######## rst_sequencer_flat ########
rst_sequencer_flat, met1 routing:
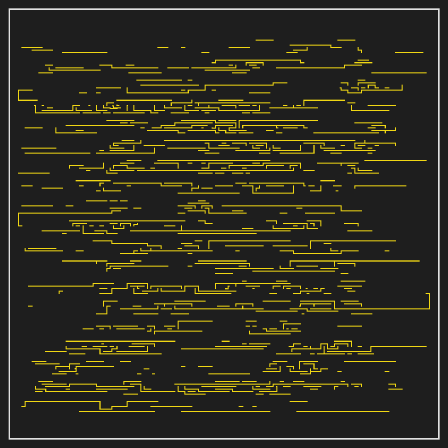
rst_sequencer_flat, routing congestion:
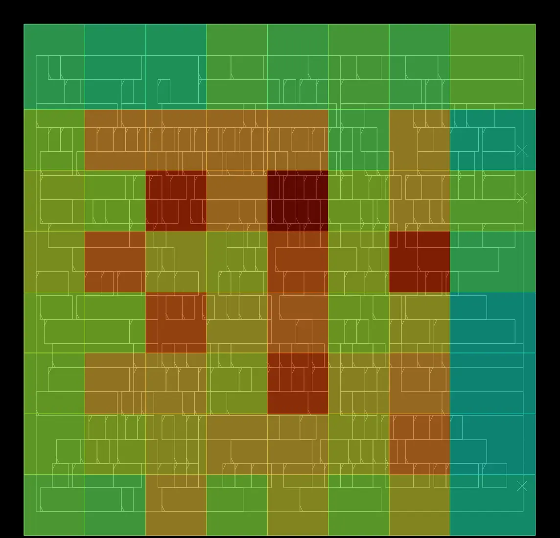
==> config.mk <==
export PLATFORM = sky130hd
export DESIGN_NAME = rst_sequencer_flat
export DESIGN_NICKNAME = d
export VERILOG_FILES = /design/src/rtl/rst_sequencer_if.sv /design/src/rtl/rst_sequencer.sv /design/src/flat_wrapper.sv
export SDC_FILE = /design/constraint.sdc
export NUM_CORES = 1
export LEC_CHECK = 0
export ABC_AREA = 1
export CORE_UTILIZATION = 60
export CTS_CLUSTER_DIAMETER = 60
export DETAILED_ROUTE_END_ITERATION = 10
export PLACE_DENSITY = 0.81
export SLEW_MARGIN = 10
export SYNTH_ARGS = -nofsm -noshare
export SYNTH_HDL_FRONTEND = slang
export SYNTH_SLANG_ARGS = --single-unit
==> constraint.sdc <==
create_clock -name CLK12M -period 3.3 [get_ports CLK12M]
set_input_delay 0.66 -clock CLK12M [delete_from_list [all_inputs] [get_ports CLK12M]]
set_output_delay 0.66 -clock CLK12M [all_outputs]
set_load 0.005 [all_outputs]
==> src/rtl/rst_sequencer_if.sv <==
// PLL lock / software-request inputs and staged reset outputs of rst_sequencer.
// The master side drives the lock and the request; the sequencer (slave) drives the resets.
interface rst_sequencer_if #(
    parameter int unsigned N_CH = 3
);
    logic            pll_locked;
    logic            sw_rst_req;
    logic            pll_areset;
    logic [N_CH-1:0] rst_out;
    logic            ready;
    logic            lock_err;
    logic [3:0]      retry_cnt;

    modport master (
        output pll_locked, sw_rst_req,
        input  pll_areset, rst_out, ready, lock_err, retry_cnt
    );

    modport slave (
        input  pll_locked, sw_rst_req,
        output pll_areset, rst_out, ready, lock_err, retry_cnt
    );
endinterface

==> src/rtl/rst_sequencer.sv <==
// Power-on / PLL reset sequencer: pulses the PLL reset, qualifies lock with timeout and retry,
// then releases the downstream reset domains one by one. Runs on the free-running oscillator.
module rst_sequencer #(
    parameter int unsigned N_CH           = 3,
    parameter int unsigned PLL_RST_CYCLES = 16,
    parameter int unsigned LOCK_TIMEOUT   = 4096,
    parameter int unsigned LOCK_STABLE    = 256,
    parameter int unsigned STAGGER        = 16,
    parameter int unsigned MAX_RETRY      = 4,
    parameter bit          SW_RST_PLL     = 1'b0
) (
    input logic            CLK12M,
    input logic            reset_n,
    rst_sequencer_if.slave bus
);

    typedef enum logic [2:0] {
        StPllRst,
        StWaitLock,
        StStable,
        StRelease,
        StRun
    } state_e;

    localparam logic [15:0] CntPllRst  = 16'(PLL_RST_CYCLES - 1);
    localparam logic [15:0] CntTimeout = 16'(LOCK_TIMEOUT - 1);
    localparam logic [15:0] CntStable  = 16'(LOCK_STABLE - 1);
    localparam logic [15:0] CntLast    = 16'((N_CH - 1) * STAGGER);
    localparam logic [4:0]  MaxRetry   = 5'(MAX_RETRY);

    logic [1:0]      rst_sync_q;
    logic [1:0]      lock_sync_q;
    logic            rst_s;
    logic            lock_s;
    state_e          state_q;
    logic [15:0]     cnt_q;
    logic            pll_areset_q;
    logic [N_CH-1:0] rst_out_q;
    logic            ready_q;
    logic            lock_err_q;
    logic [3:0]      retry_q;

    assign rst_s  = rst_sync_q[1];
    assign lock_s = lock_sync_q[1];

    // Reset asserts asynchronously but is released only through the synchroniser.
    always_ff @(posedge CLK12M or negedge reset_n) begin
        if (!reset_n) begin
            rst_sync_q  <= 2'b00;
            lock_sync_q <= 2'b00;
        end else begin
            rst_sync_q  <= {rst_sync_q[0], 1'b1};
            lock_sync_q <= {lock_sync_q[0], bus.pll_locked};
        end
    end

    always_ff @(posedge CLK12M or negedge reset_n) begin
        if (!reset_n) begin
            state_q      <= StPllRst;
            cnt_q        <= '0;
            pll_areset_q <= 1'b1;
            rst_out_q    <= '1;
            ready_q      <= 1'b0;
            lock_err_q   <= 1'b0;
            retry_q      <= '0;
        end else if (!rst_s) begin
            state_q <= StPllRst;
            cnt_q   <= '0;
        end else begin
            cnt_q <= cnt_q + 16'd1;
            case (state_q)
                StPllRst: begin
                    if (cnt_q == CntPllRst) begin
                        state_q      <= StWaitLock;
                        cnt_q        <= '0;
                        pll_areset_q <= 1'b0;
                    end
                end
                StWaitLock: begin
                    if (lock_s) begin
                        state_q <= StStable;
                        cnt_q   <= '0;
                    end else if (cnt_q == CntTimeout) begin
                        state_q      <= StPllRst;
                        cnt_q        <= '0;
                        pll_areset_q <= 1'b1;
                        if (retry_q != 4'hf) begin
                            retry_q <= retry_q + 4'd1;
                        end
                        if (5'(retry_q) + 5'd1 >= MaxRetry) begin
                            lock_err_q <= 1'b1;
                        end
                    end
                end
                StStable: begin
                    if (!lock_s) begin
                        state_q <= StWaitLock;
                        cnt_q   <= '0;
                    end else if (cnt_q == CntStable) begin
                        state_q <= StRelease;
                        cnt_q   <= '0;
                        retry_q <= '0;
                    end
                end
                StRelease, StRun: begin
                    // Lock loss wins over a simultaneous software request.
                    if (!lock_s) begin
                        state_q      <= StPllRst;
                        cnt_q        <= '0;
                        pll_areset_q <= 1'b1;
                        rst_out_q    <= '1;
                        ready_q      <= 1'b0;
                    end else if (bus.sw_rst_req) begin
                        cnt_q     <= '0;
                        rst_out_q <= '1;
                        ready_q   <= 1'b0;
                        if (SW_RST_PLL) begin
                            state_q      <= StPllRst;
                            pll_areset_q <= 1'b1;
                        end else begin
                            state_q <= StRelease;
                        end
                    end else if (state_q == StRelease) begin
                        for (int unsigned i = 0; i < N_CH; i++) begin
                            if (cnt_q == 16'(i * STAGGER)) begin
                                rst_out_q[i] <= 1'b0;
                            end
                        end
                        if (cnt_q == CntLast) begin
                            state_q <= StRun;
                            cnt_q   <= '0;
                        end
                    end else begin
                        ready_q <= 1'b1;
                    end
                end
                default: begin
                    state_q <= StPllRst;
                    cnt_q   <= '0;
                end
            endcase
        end
    end

    assign bus.pll_areset = pll_areset_q;
    assign bus.rst_out    = rst_out_q;
    assign bus.ready      = ready_q;
    assign bus.lock_err   = lock_err_q;
    assign bus.retry_cnt  = retry_q;

endmodule
==> src/flat_wrapper.sv <==
// flat-port wrapper written by rule: the top's interface ports become plain ports
module rst_sequencer_flat 
#(
    parameter int unsigned N_CH           = 3,
    parameter int unsigned PLL_RST_CYCLES = 16,
    parameter int unsigned LOCK_TIMEOUT   = 4096,
    parameter int unsigned LOCK_STABLE    = 256,
    parameter int unsigned STAGGER        = 16,
    parameter int unsigned MAX_RETRY      = 4,
    parameter bit          SW_RST_PLL     = 1'b0
)
  (CLK12M, reset_n, bus_pll_locked, bus_sw_rst_req, bus_pll_areset, bus_rst_out, bus_ready, bus_lock_err, bus_retry_cnt);
  rst_sequencer_if #(.N_CH(N_CH)) bus_i ();
  input logic CLK12M;
  input logic reset_n;
  input wire logic [$bits(bus_i.pll_locked)-1:0] bus_pll_locked;
  input wire logic [$bits(bus_i.sw_rst_req)-1:0] bus_sw_rst_req;
  output wire logic [$bits(bus_i.pll_areset)-1:0] bus_pll_areset;
  output wire logic [$bits(bus_i.rst_out)-1:0] bus_rst_out;
  output wire logic [$bits(bus_i.ready)-1:0] bus_ready;
  output wire logic [$bits(bus_i.lock_err)-1:0] bus_lock_err;
  output wire logic [$bits(bus_i.retry_cnt)-1:0] bus_retry_cnt;
  assign bus_i.pll_locked = bus_pll_locked;
  assign bus_i.sw_rst_req = bus_sw_rst_req;
  assign bus_pll_areset = bus_i.pll_areset;
  assign bus_rst_out = bus_i.rst_out;
  assign bus_ready = bus_i.ready;
  assign bus_lock_err = bus_i.lock_err;
  assign bus_retry_cnt = bus_i.retry_cnt;
  rst_sequencer #(.N_CH(N_CH), .PLL_RST_CYCLES(PLL_RST_CYCLES), .LOCK_TIMEOUT(LOCK_TIMEOUT), .LOCK_STABLE(LOCK_STABLE), .STAGGER(STAGGER), .MAX_RETRY(MAX_RETRY), .SW_RST_PLL(SW_RST_PLL)) u_core (.CLK12M(CLK12M), .reset_n(reset_n), .bus(bus_i));
endmodule
==> flow_summary.json <==
{
  "timing_worst_slew_pin_value_ns": 0.512,
  "synthesis.nets": 247,
  "result_of_the_run": "finished with violations",
  "detailroute.via_count": 1595,
  "wl_met2_um": 1720,
  "r2r-end": "u_core.state_q[0]",
  "power.static_leakage_nw": 1.04,
  "rr_startpoint": "u_core.cnt_q[0]",
  "p_comb_w": 0.000397,
  "crit_start": "u_core.bus.rst_out[2]",
  "critical_path_arrival_ns": 1.38,
  "finalSetupViolations": 0,
  "ys_sh_mux_pct": 0,
  "highest_layer": "met4",
  "timing.hold.ws_ns": 0.364,
  "post-route-cell-area_mm2": 0.00208,
  "top_cells_by_area": "dfrtp_1 39%, nand2_1 9.8%, nor2_1 6.4%",
  "yosys.area.top_type": "dfrtp_1",
  "drcViolationCount": 3,
  "failing_checks": "design-rule violations",
  "top_usage_layer": "met2",
  "detail_route.iter0.violations": 83,
  "crit_path_launch_type": "flop",
  "buffers_excl_clock": 15,
  "holdCritStartpoint": "u_core.lock_sync_q[0]",
  "clk-insertion-delay-late_ns": 0.34,
  "total_wirelength_of_the_detailed_routed_design_um": 3680,
  "fill_cells": 241,
  "clk_transition_reported_paths_ns": 0.10,
  "design_power_total_w": 0.00117,
  "synth.logic.top_family": "simple AND/OR/NAND/NOR gates",
  "non_clock_inverter_count": 29,
  "synth_dominant_cell_count": "nand2_1",
  "min_period_over_period_pct": 61.7,
  "signal_buf_overhead_pct": 6.97,
  "comb_cells": 173,
  "path_buffers": 1,
  "placedInstanceArea_mm2": 0.00203,
  "io_pins": 14,
  "ff_count": 33
}
## Picture notes: 'met1 routing' of rst_sequencer_flat
The wires run mostly horizontal. The longest straight run is 25.8 um. The layer holds 46% of the routed length. 238 nets have wire on it. The layer carries 1690 um of wire.

## Picture notes: 'routing congestion' of rst_sequencer_flat
overall global routing resource usage: 25.9%
met1 track utilization from global routing: 33.4%
fraction of the core area covered by cells at the end of the flow: 73.0%
GR Util met2: 41.2%


######## gray_code_counter ########
gray_code_counter, met1 routing:
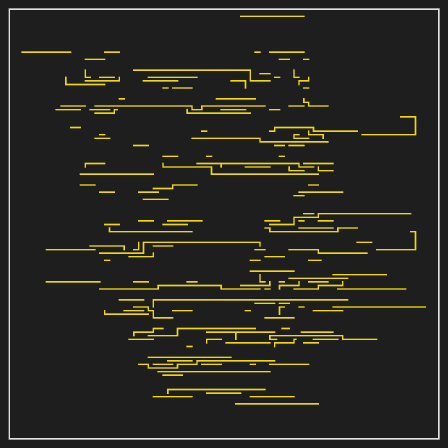
gray_code_counter, routing congestion:
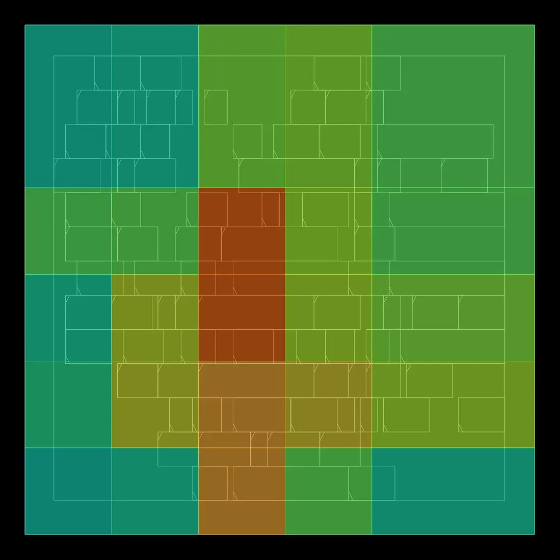
[config.mk]
export PLATFORM = sky130hd
export DESIGN_NAME = gray_code_counter
export DESIGN_NICKNAME = d
export VERILOG_FILES = /design/src/rtl/gray_pkg.sv /design/src/rtl/gray_conv.sv /design/src/rtl/gray_code_counter.sv
export SDC_FILE = /design/constraint.sdc
export NUM_CORES = 1
export LEC_CHECK = 0
export CAP_MARGIN = 40
export CORE_MARGIN = 2
export CORE_UTILIZATION = 43
export CTS_CLUSTER_SIZE = 10
export DETAILED_ROUTE_END_ITERATION = 8
export PLACE_DENSITY = 0.76
export REMOVE_ABC_BUFFERS = 1
export SYNTH_ARGS = -nofsm -noshare
export SYNTH_HDL_FRONTEND = slang
export SYNTH_SLANG_ARGS = --single-unit
[constraint.sdc]
create_clock -name clk -period 2.16 [get_ports clk]
set_input_delay 0.648 -clock clk [delete_from_list [all_inputs] [get_ports clk]]
set_output_delay 0.648 -clock clk [all_outputs]
set_load 0.02 [all_outputs]
[src/rtl/gray_pkg.sv]
// Shared Gray-code helpers. The functions work at GRAY_MAX_WIDTH bits; narrower codes are
// zero-extended on the way in and truncated on the way out, which leaves both mappings exact.
package gray_pkg;

  localparam int GRAY_MAX_WIDTH = 32;

  function automatic logic [GRAY_MAX_WIDTH-1:0] bin2gray(input logic [GRAY_MAX_WIDTH-1:0] b);
    return b ^ (b >> 1);
  endfunction

  // Prefix XOR from the MSB down; zero upper bits leave the lower result unchanged.
  function automatic logic [GRAY_MAX_WIDTH-1:0] gray2bin(input logic [GRAY_MAX_WIDTH-1:0] g);
    logic [GRAY_MAX_WIDTH-1:0] b;
    b = g;
    for (int i = GRAY_MAX_WIDTH - 2; i >= 0; i--) begin
      b[i] = b[i+1] ^ g[i];
    end
    return b;
  endfunction

endpackage

[src/rtl/gray_conv.sv]
// Combinational width-parametrised converter: binary->Gray and Gray->binary side by side.
module gray_conv
  import gray_pkg::*;
#(
  parameter int WIDTH = 4
) (
  input  logic [WIDTH-1:0] bin_in,
  output logic [WIDTH-1:0] gray_out,
  input  logic [WIDTH-1:0] gray_in,
  output logic [WIDTH-1:0] bin_out
);

  assign gray_out = WIDTH'(bin2gray(GRAY_MAX_WIDTH'(bin_in)));
  assign bin_out  = WIDTH'(gray2bin(GRAY_MAX_WIDTH'(gray_in)));

endmodule

[src/rtl/gray_code_counter.sv]
// Registered up/down Gray-code counter with binary/Gray load and wrap or saturate at the ends.
// Binary count and its Gray code are both flops, so gray_q is glitch-free for CDC use.
module gray_code_counter
  import gray_pkg::*;
#(
  parameter int WIDTH    = 4,
  parameter int SATURATE = 0
) (
  input  logic             clk,
  input  logic             rst_n,
  input  logic             en,
  input  logic             up,
  input  logic             load,
  input  logic             load_gray,
  input  logic [WIDTH-1:0] load_val,
  output logic [WIDTH-1:0] bin_q,
  output logic [WIDTH-1:0] gray_q,
  output logic             bound
);

  localparam logic [WIDTH-1:0] ONE    = {{(WIDTH-1){1'b0}}, 1'b1};
  localparam logic             SAT_EN = (SATURATE != 32'sd0);

  logic [WIDTH-1:0] ld_bin_s;
  logic [WIDTH-1:0] ld_gray_s;
  logic [WIDTH-1:0] cnt_bin_s;
  logic [WIDTH-1:0] cnt_gray_s;
  logic [WIDTH-1:0] conv_unused_bin_s;
  logic             cnt_bound_s;
  logic             at_max_s;
  logic             at_zero_s;
  logic [WIDTH-1:0] bin_d;
  logic [WIDTH-1:0] gray_d;
  logic             bound_d;

  // Load path: decode a Gray load value and encode a binary one.
  gray_conv #(.WIDTH(WIDTH)) u_load_conv (
    .bin_in  (load_val),
    .gray_out(ld_gray_s),
    .gray_in (load_val),
    .bin_out (ld_bin_s)
  );

  // Next-state encode of the counted value; its decode half is not needed.
  gray_conv #(.WIDTH(WIDTH)) u_next_conv (
    .bin_in  (cnt_bin_s),
    .gray_out(cnt_gray_s),
    .gray_in ({WIDTH{1'b0}}),
    .bin_out (conv_unused_bin_s)
  );

  assign at_max_s  = &bin_q;
  assign at_zero_s = ~|bin_q;

  // Counting step and boundary detection (wrap pulse or blocked-step pulse).
  always_comb begin
    cnt_bin_s   = bin_q;
    cnt_bound_s = 1'b0;
    if (en) begin
      if (up) begin
        if (at_max_s && SAT_EN) begin
          cnt_bin_s   = bin_q;
          cnt_bound_s = 1'b1;
        end else begin
          cnt_bin_s   = bin_q + ONE;
          cnt_bound_s = at_max_s;
        end
      end else begin
        if (at_zero_s && SAT_EN) begin
          cnt_bin_s   = bin_q;
          cnt_bound_s = 1'b1;
        end else begin
          cnt_bin_s   = bin_q - ONE;
          cnt_bound_s = at_zero_s;
        end
      end
    end else begin
      cnt_bin_s   = bin_q;
      cnt_bound_s = 1'b0;
    end
  end

  // Next-state select: load wins over counting; a load never pulses bound.
  always_comb begin
    bin_d   = bin_q;
    gray_d  = gray_q;
    bound_d = 1'b0;
    if (load) begin
      if (load_gray) begin
        bin_d  = ld_bin_s;
        gray_d = load_val;
      end else begin
        bin_d  = load_val;
        gray_d = ld_gray_s;
      end
      bound_d = 1'b0;
    end else begin
      bin_d   = cnt_bin_s;
      gray_d  = cnt_gray_s;
      bound_d = cnt_bound_s;
    end
  end

  // Output registers, cleared asynchronously.
  always_ff @(posedge clk or negedge rst_n) begin
    if (!rst_n) begin
      bin_q  <= {WIDTH{1'b0}};
      gray_q <= {WIDTH{1'b0}};
      bound  <= 1'b0;
    end else begin
      bin_q  <= bin_d;
      gray_q <= gray_d;
      bound  <= bound_d;
    end
  end

endmodule

==> flow_summary.json <==
{
  "detail_route.iter0.violations": 1,
  "synthesis.instances": 60,
  "dp_cells": 96,
  "netlist_area_um2": 574,
  "area.share.combinational_pct": 43.2,
  "vias_in_the_first_global_route": 427,
  "design_power_total_w": 0.000748,
  "ff_count": 8,
  "clk_root_buffer_cell": "clkbuf_4",
  "timing.final.max_slew_violations": 0,
  "p_sw_w": 0.000271,
  "die_x_um": 40.5,
  "synth.logic.top_family": "XOR/XNOR gates",
  "diode_insertion_count_for_antenna_repair": 0,
  "highest_ir_drop_seen_on_vdd_mv": 0.532,
  "hp-class": "input pin to async pin",
  "crit_path_launch_type": "input pin",
  "first_pass_grt_wire_length_um": 1790,
  "fill_cells": 100,
  "synth.cellmix.simpleShare_pct": 14.8,
  "critical_path.most_common_cell": "xnor2_1",
  "highest_layer": "met4",
  "clock_share_of_power_pct": 14.8,
  "result_of_the_run": "completed"
}
About 'met1 routing' of gray_code_counter:
81 nets have wire on it. The layer carries 544 um of wire. The longest straight run is 18.4 um.
total wirelength of the detailed-routed design: 1120 um
met1 track utilization from global routing: 21.1%
via count: 490

About 'routing congestion' of gray_code_counter:
wire per inst: 11.3 um
met3 capacity usage during global routing: 6.67%
GR Util met2: 27.4%
overall global routing resource usage: 17.2%
fraction of the core area covered by cells at the end of the flow: 66.2%


######## seven_segment_bcd_driver ########
### config.mk
export PLATFORM = sky130hd
export DESIGN_NAME = seven_segment_bcd_driver
export DESIGN_NICKNAME = d
export VERILOG_FILES = /design/src/rtl/seven_segment_pkg.sv /design/src/rtl/seg7_glyph_encoder.sv /design/src/rtl/seven_segment_bcd_driver.sv
export SDC_FILE = /design/constraint.sdc
export NUM_CORES = 1
export LEC_CHECK = 0
export CORE_ASPECT_RATIO = 0.8
export CORE_MARGIN = 1.5
export CORE_UTILIZATION = 57
export CTS_BUF_LIST = sky130_fd_sc_hd__clkbuf_16
export CTS_CLUSTER_SIZE = 40
export DETAILED_ROUTE_END_ITERATION = 7
export GPL_TIMING_DRIVEN = 0
export HOLD_SLACK_MARGIN = 0.03
export PLACE_DENSITY = 0.88
export SLEW_MARGIN = 20
export SYNTH_ARGS = -nofsm -noshare
export SYNTH_HDL_FRONTEND = slang
export SYNTH_SLANG_ARGS = --single-unit
### constraint.sdc
create_clock -name clock_50Mhz -period 2.05 [get_ports clock_50Mhz]
set_input_delay 0.3075 -clock clock_50Mhz [delete_from_list [all_inputs] [get_ports clock_50Mhz]]
set_output_delay 0.3075 -clock clock_50Mhz [all_outputs]
set_load 0.1 [all_outputs]
### src/rtl/seven_segment_pkg.sv
// rtl/seven_segment_pkg.sv - shared glyph, pattern and FSM definitions for the seven-segment driver
package seven_segment_pkg;

    typedef enum logic [3:0] {
        G_0, G_1, G_2, G_3, G_4, G_5, G_6, G_7, G_8, G_9, G_BLANK, G_DASH
    } glyph_t;

    typedef enum logic [1:0] {
        S_IDLE,
        S_SHIFT,
        S_COMMIT
    } state_t;

    // Active-high patterns, bit order {g,f,e,d,c,b,a}
    localparam logic [6:0] SEG_0     = 7'h3F;
    localparam logic [6:0] SEG_1     = 7'h06;
    localparam logic [6:0] SEG_2     = 7'h5B;
    localparam logic [6:0] SEG_3     = 7'h4F;
    localparam logic [6:0] SEG_4     = 7'h66;
    localparam logic [6:0] SEG_5     = 7'h6D;
    localparam logic [6:0] SEG_6     = 7'h7D;
    localparam logic [6:0] SEG_7     = 7'h07;
    localparam logic [6:0] SEG_8     = 7'h7F;
    localparam logic [6:0] SEG_9     = 7'h6F;
    localparam logic [6:0] SEG_BLANK = 7'h00;
    localparam logic [6:0] SEG_DASH  = 7'h40;

    function automatic logic [39:0] pow10(input int n);
        logic [39:0] r;
        r = 40'd1;
        for (int i = 0; i < 10; i++) begin
            if (i < n) r = r * 40'd10;
        end
        return r;
    endfunction

endpackage

### src/rtl/seg7_glyph_encoder.sv
// rtl/seg7_glyph_encoder.sv - glyph to seven-segment pattern with selectable output polarity
module seg7_glyph_encoder
    import seven_segment_pkg::*;
#(
    parameter bit ACTIVE_LOW = 1'b1
) (
    input  glyph_t     glyph,
    output logic [6:0] segments
);

    logic [6:0] pattern;

    always_comb begin
        pattern = SEG_BLANK;
        case (glyph)
            G_0:     pattern = SEG_0;
            G_1:     pattern = SEG_1;
            G_2:     pattern = SEG_2;
            G_3:     pattern = SEG_3;
            G_4:     pattern = SEG_4;
            G_5:     pattern = SEG_5;
            G_6:     pattern = SEG_6;
            G_7:     pattern = SEG_7;
            G_8:     pattern = SEG_8;
            G_9:     pattern = SEG_9;
            G_DASH:  pattern = SEG_DASH;
            default: pattern = SEG_BLANK;
        endcase
        segments = ACTIVE_LOW ? ~pattern : pattern;
    end

endmodule

### src/rtl/seven_segment_bcd_driver.sv
// rtl/seven_segment_bcd_driver.sv - sequential double-dabble binary to BCD seven-segment display driver
module seven_segment_bcd_driver
    import seven_segment_pkg::*;
#(
    parameter int VALUE_WIDTH   = 20,
    parameter int DIGITS        = 6,
    parameter bit BLANK_LEADING = 1'b1,
    parameter bit ACTIVE_LOW    = 1'b1
) (
    input  logic                         clock_50Mhz,
    input  logic                         reset_n,
    input  logic                         update_valid,
    input  logic [VALUE_WIDTH-1:0]       value_in,
    output logic                         busy,
    output logic                         done,
    output logic                         overflow,
    output logic [DIGITS-1:0][6:0]       segments
);

    localparam int          BCD_W = 4 * DIGITS;
    localparam int          CNT_W = $clog2(VALUE_WIDTH + 1);
    localparam logic [39:0] LIMIT = pow10(DIGITS);

    if (DIGITS > 9 || DIGITS < 1 || VALUE_WIDTH > 32) begin : g_param_check
        $error("seven_segment_bcd_driver: DIGITS must be 1..9 and VALUE_WIDTH <= 32");
    end

    state_t                 state, state_next;
    logic [VALUE_WIDTH-1:0] bin_q, bin_sh, pend_data_q, start_value;
    logic [BCD_W-1:0]       bcd_q, bcd_adj, bcd_sh;
    logic [CNT_W-1:0]       cnt_q;
    logic                   ovf_q, pend_valid_q, start;
    glyph_t                 disp_q    [DIGITS];
    glyph_t                 disp_next [DIGITS];

    // A request in COMMIT supersedes any older pending value (latest wins).
    always_comb begin
        start       = 1'b0;
        start_value = value_in;
        case (state)
            S_IDLE:   start = update_valid;
            S_COMMIT: begin
                start       = update_valid | pend_valid_q;
                start_value = update_valid ? value_in : pend_data_q;
            end
            default:  start = 1'b0;
        endcase
    end

    always_ff @(posedge clock_50Mhz or negedge reset_n) begin
        if (!reset_n) state <= S_IDLE;
        else          state <= state_next;
    end

    always_comb begin
        state_next = state;
        case (state)
            S_IDLE:   if (update_valid) state_next = S_SHIFT;
            S_SHIFT:  if (cnt_q == CNT_W'(1)) state_next = S_COMMIT;
            S_COMMIT: state_next = start ? S_SHIFT : S_IDLE;
            default:  state_next = S_IDLE;
        endcase
    end

    always_comb begin
        busy = (state != S_IDLE);
    end

    always_comb begin
        for (int i = 0; i < DIGITS; i++) begin
            bcd_adj[i*4 +: 4] = (bcd_q[i*4 +: 4] >= 4'd5) ? bcd_q[i*4 +: 4] + 4'd3 : bcd_q[i*4 +: 4];
        end
        {bcd_sh, bin_sh} = {bcd_adj[BCD_W-2:0], bin_q, 1'b0};
    end

    // Overflow is decided at capture; a carry out of the top nibble is the same condition seen from the BCD side.
    always_ff @(posedge clock_50Mhz or negedge reset_n) begin
        if (!reset_n) begin
            bin_q <= '0;
            bcd_q <= '0;
            cnt_q <= '0;
            ovf_q <= 1'b0;
        end else if (start) begin
            bin_q <= start_value;
            bcd_q <= '0;
            cnt_q <= CNT_W'(VALUE_WIDTH);
            ovf_q <= (40'(start_value) >= LIMIT);
        end else if (state == S_SHIFT) begin
            bin_q <= bin_sh;
            bcd_q <= bcd_sh;
            cnt_q <= cnt_q - 1'b1;
            ovf_q <= ovf_q | bcd_adj[BCD_W-1];
        end
    end

    always_ff @(posedge clock_50Mhz or negedge reset_n) begin
        if (!reset_n) begin
            pend_valid_q <= 1'b0;
            pend_data_q  <= '0;
        end else if (state == S_COMMIT) begin
            pend_valid_q <= 1'b0;
        end else if (state == S_SHIFT && update_valid) begin
            pend_valid_q <= 1'b1;
            pend_data_q  <= value_in;
        end
    end

    always_comb begin
        logic       seen;
        logic [3:0] nib;
        seen = 1'b0;
        for (int i = DIGITS - 1; i >= 0; i--) begin
            nib = bcd_q[i*4 +: 4];
            if (nib != 4'd0) seen = 1'b1;
            if (ovf_q)                                    disp_next[i] = G_DASH;
            else if (BLANK_LEADING && !seen && i != 0)    disp_next[i] = G_BLANK;
            else                                          disp_next[i] = glyph_t'(nib);
        end
    end

    always_ff @(posedge clock_50Mhz or negedge reset_n) begin
        if (!reset_n) begin
            done     <= 1'b0;
            overflow <= 1'b0;
            for (int i = 0; i < DIGITS; i++) disp_q[i] <= G_BLANK;
        end else begin
            done <= (state == S_COMMIT);
            if (state == S_COMMIT) begin
                overflow <= ovf_q;
                for (int i = 0; i < DIGITS; i++) disp_q[i] <= disp_next[i];
            end
        end
    end

    for (genvar g = 0; g < DIGITS; g++) begin : g_digit
        seg7_glyph_encoder #(.ACTIVE_LOW(ACTIVE_LOW)) u_enc (
            .glyph    (disp_q[g]),
            .segments (segments[g])
        );
    end

endmodule

==> flow_summary.json <==
{
  "layout_setup_ws_ns": -0.261,
  "synthesis.instances": 639,
  "post_cts_setup_driven_buffer_insertion_count": 22,
  "result_of_the_run": "finished with violations",
  "numCtsBuffers": 9,
  "finalSetupViolations": 31,
  "power_per_cell_area_mw_per_mm2": 670,
  "failing_checks": "negative setup slack",
  "drt_first_pass_iters": 6,
  "clock_share_of_power_pct": 30.2,
  "syn-mean-instance-area_um2": 9.23,
  "floorplan.die_area_mm2": 0.0110,
  "ys_seq_elements": 99,
  "cp_max_fo": 4,
  "critical-path-slowest-cell": "dfstp_2",
  "diode_insertion_count_for_antenna_repair": 0
}
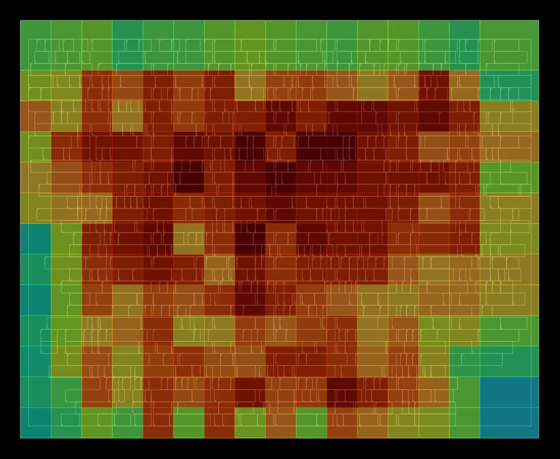
seven_segment_bcd_driver: routing congestion
GR Util met2: 57.7%
wire per inst: 24.9 um
layer carrying the most global-route usage: met2
met3 capacity usage during global routing: 7.61%

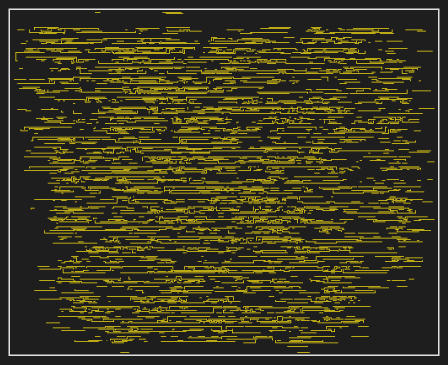
seven_segment_bcd_driver: met1 routing
The longest straight run is 26.2 um. The layer carries 7710 um of wire.
via count: 6273
total wirelength of the detailed-routed design: 22600 um
met1 track utilization from global routing: 41.1%

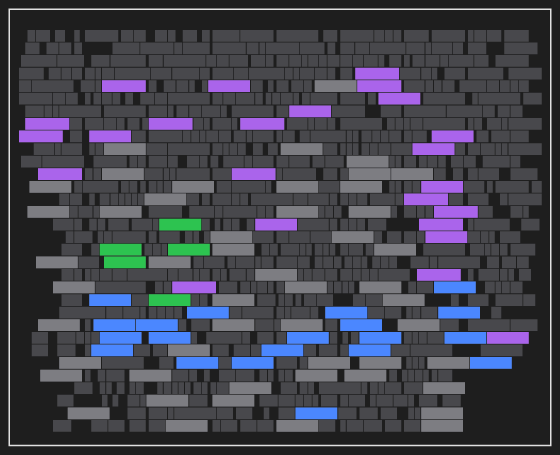
seven_segment_bcd_driver: where the registers sit
Other sequential cells in the stronger grey, the rest of the logic in the fainter grey.
Key: cnt_q = green [flops 5]; disp_q = purple [flops 24]; bin_q = blue [flops 20]
Another 50 sequential cells are not coloured.



==> screenshots <==
I/O nets highlighted.
picture 1
Scale bar: 20 um.
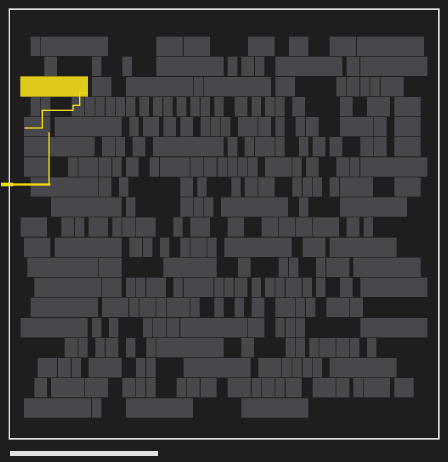
picture 2
Scale bar: 20 um.
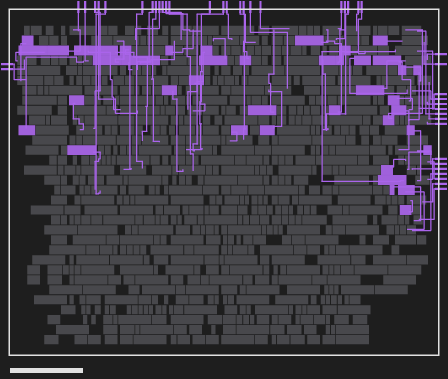
picture 3
Scale bar: 10 um.
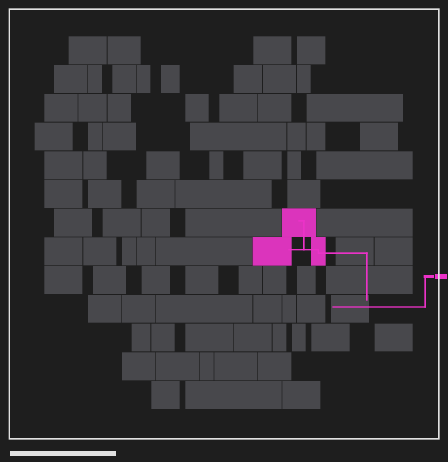
- most cells: picture 2
- largest die: picture 2
picture 1 -> rst_sequencer_flat
picture 2 -> seven_segment_bcd_driver
picture 3 -> gray_code_counter

Key to picture 3:
Key: en = magenta [bits 1, direction input, end cells 3, buffers 1, wire 27.6 um]

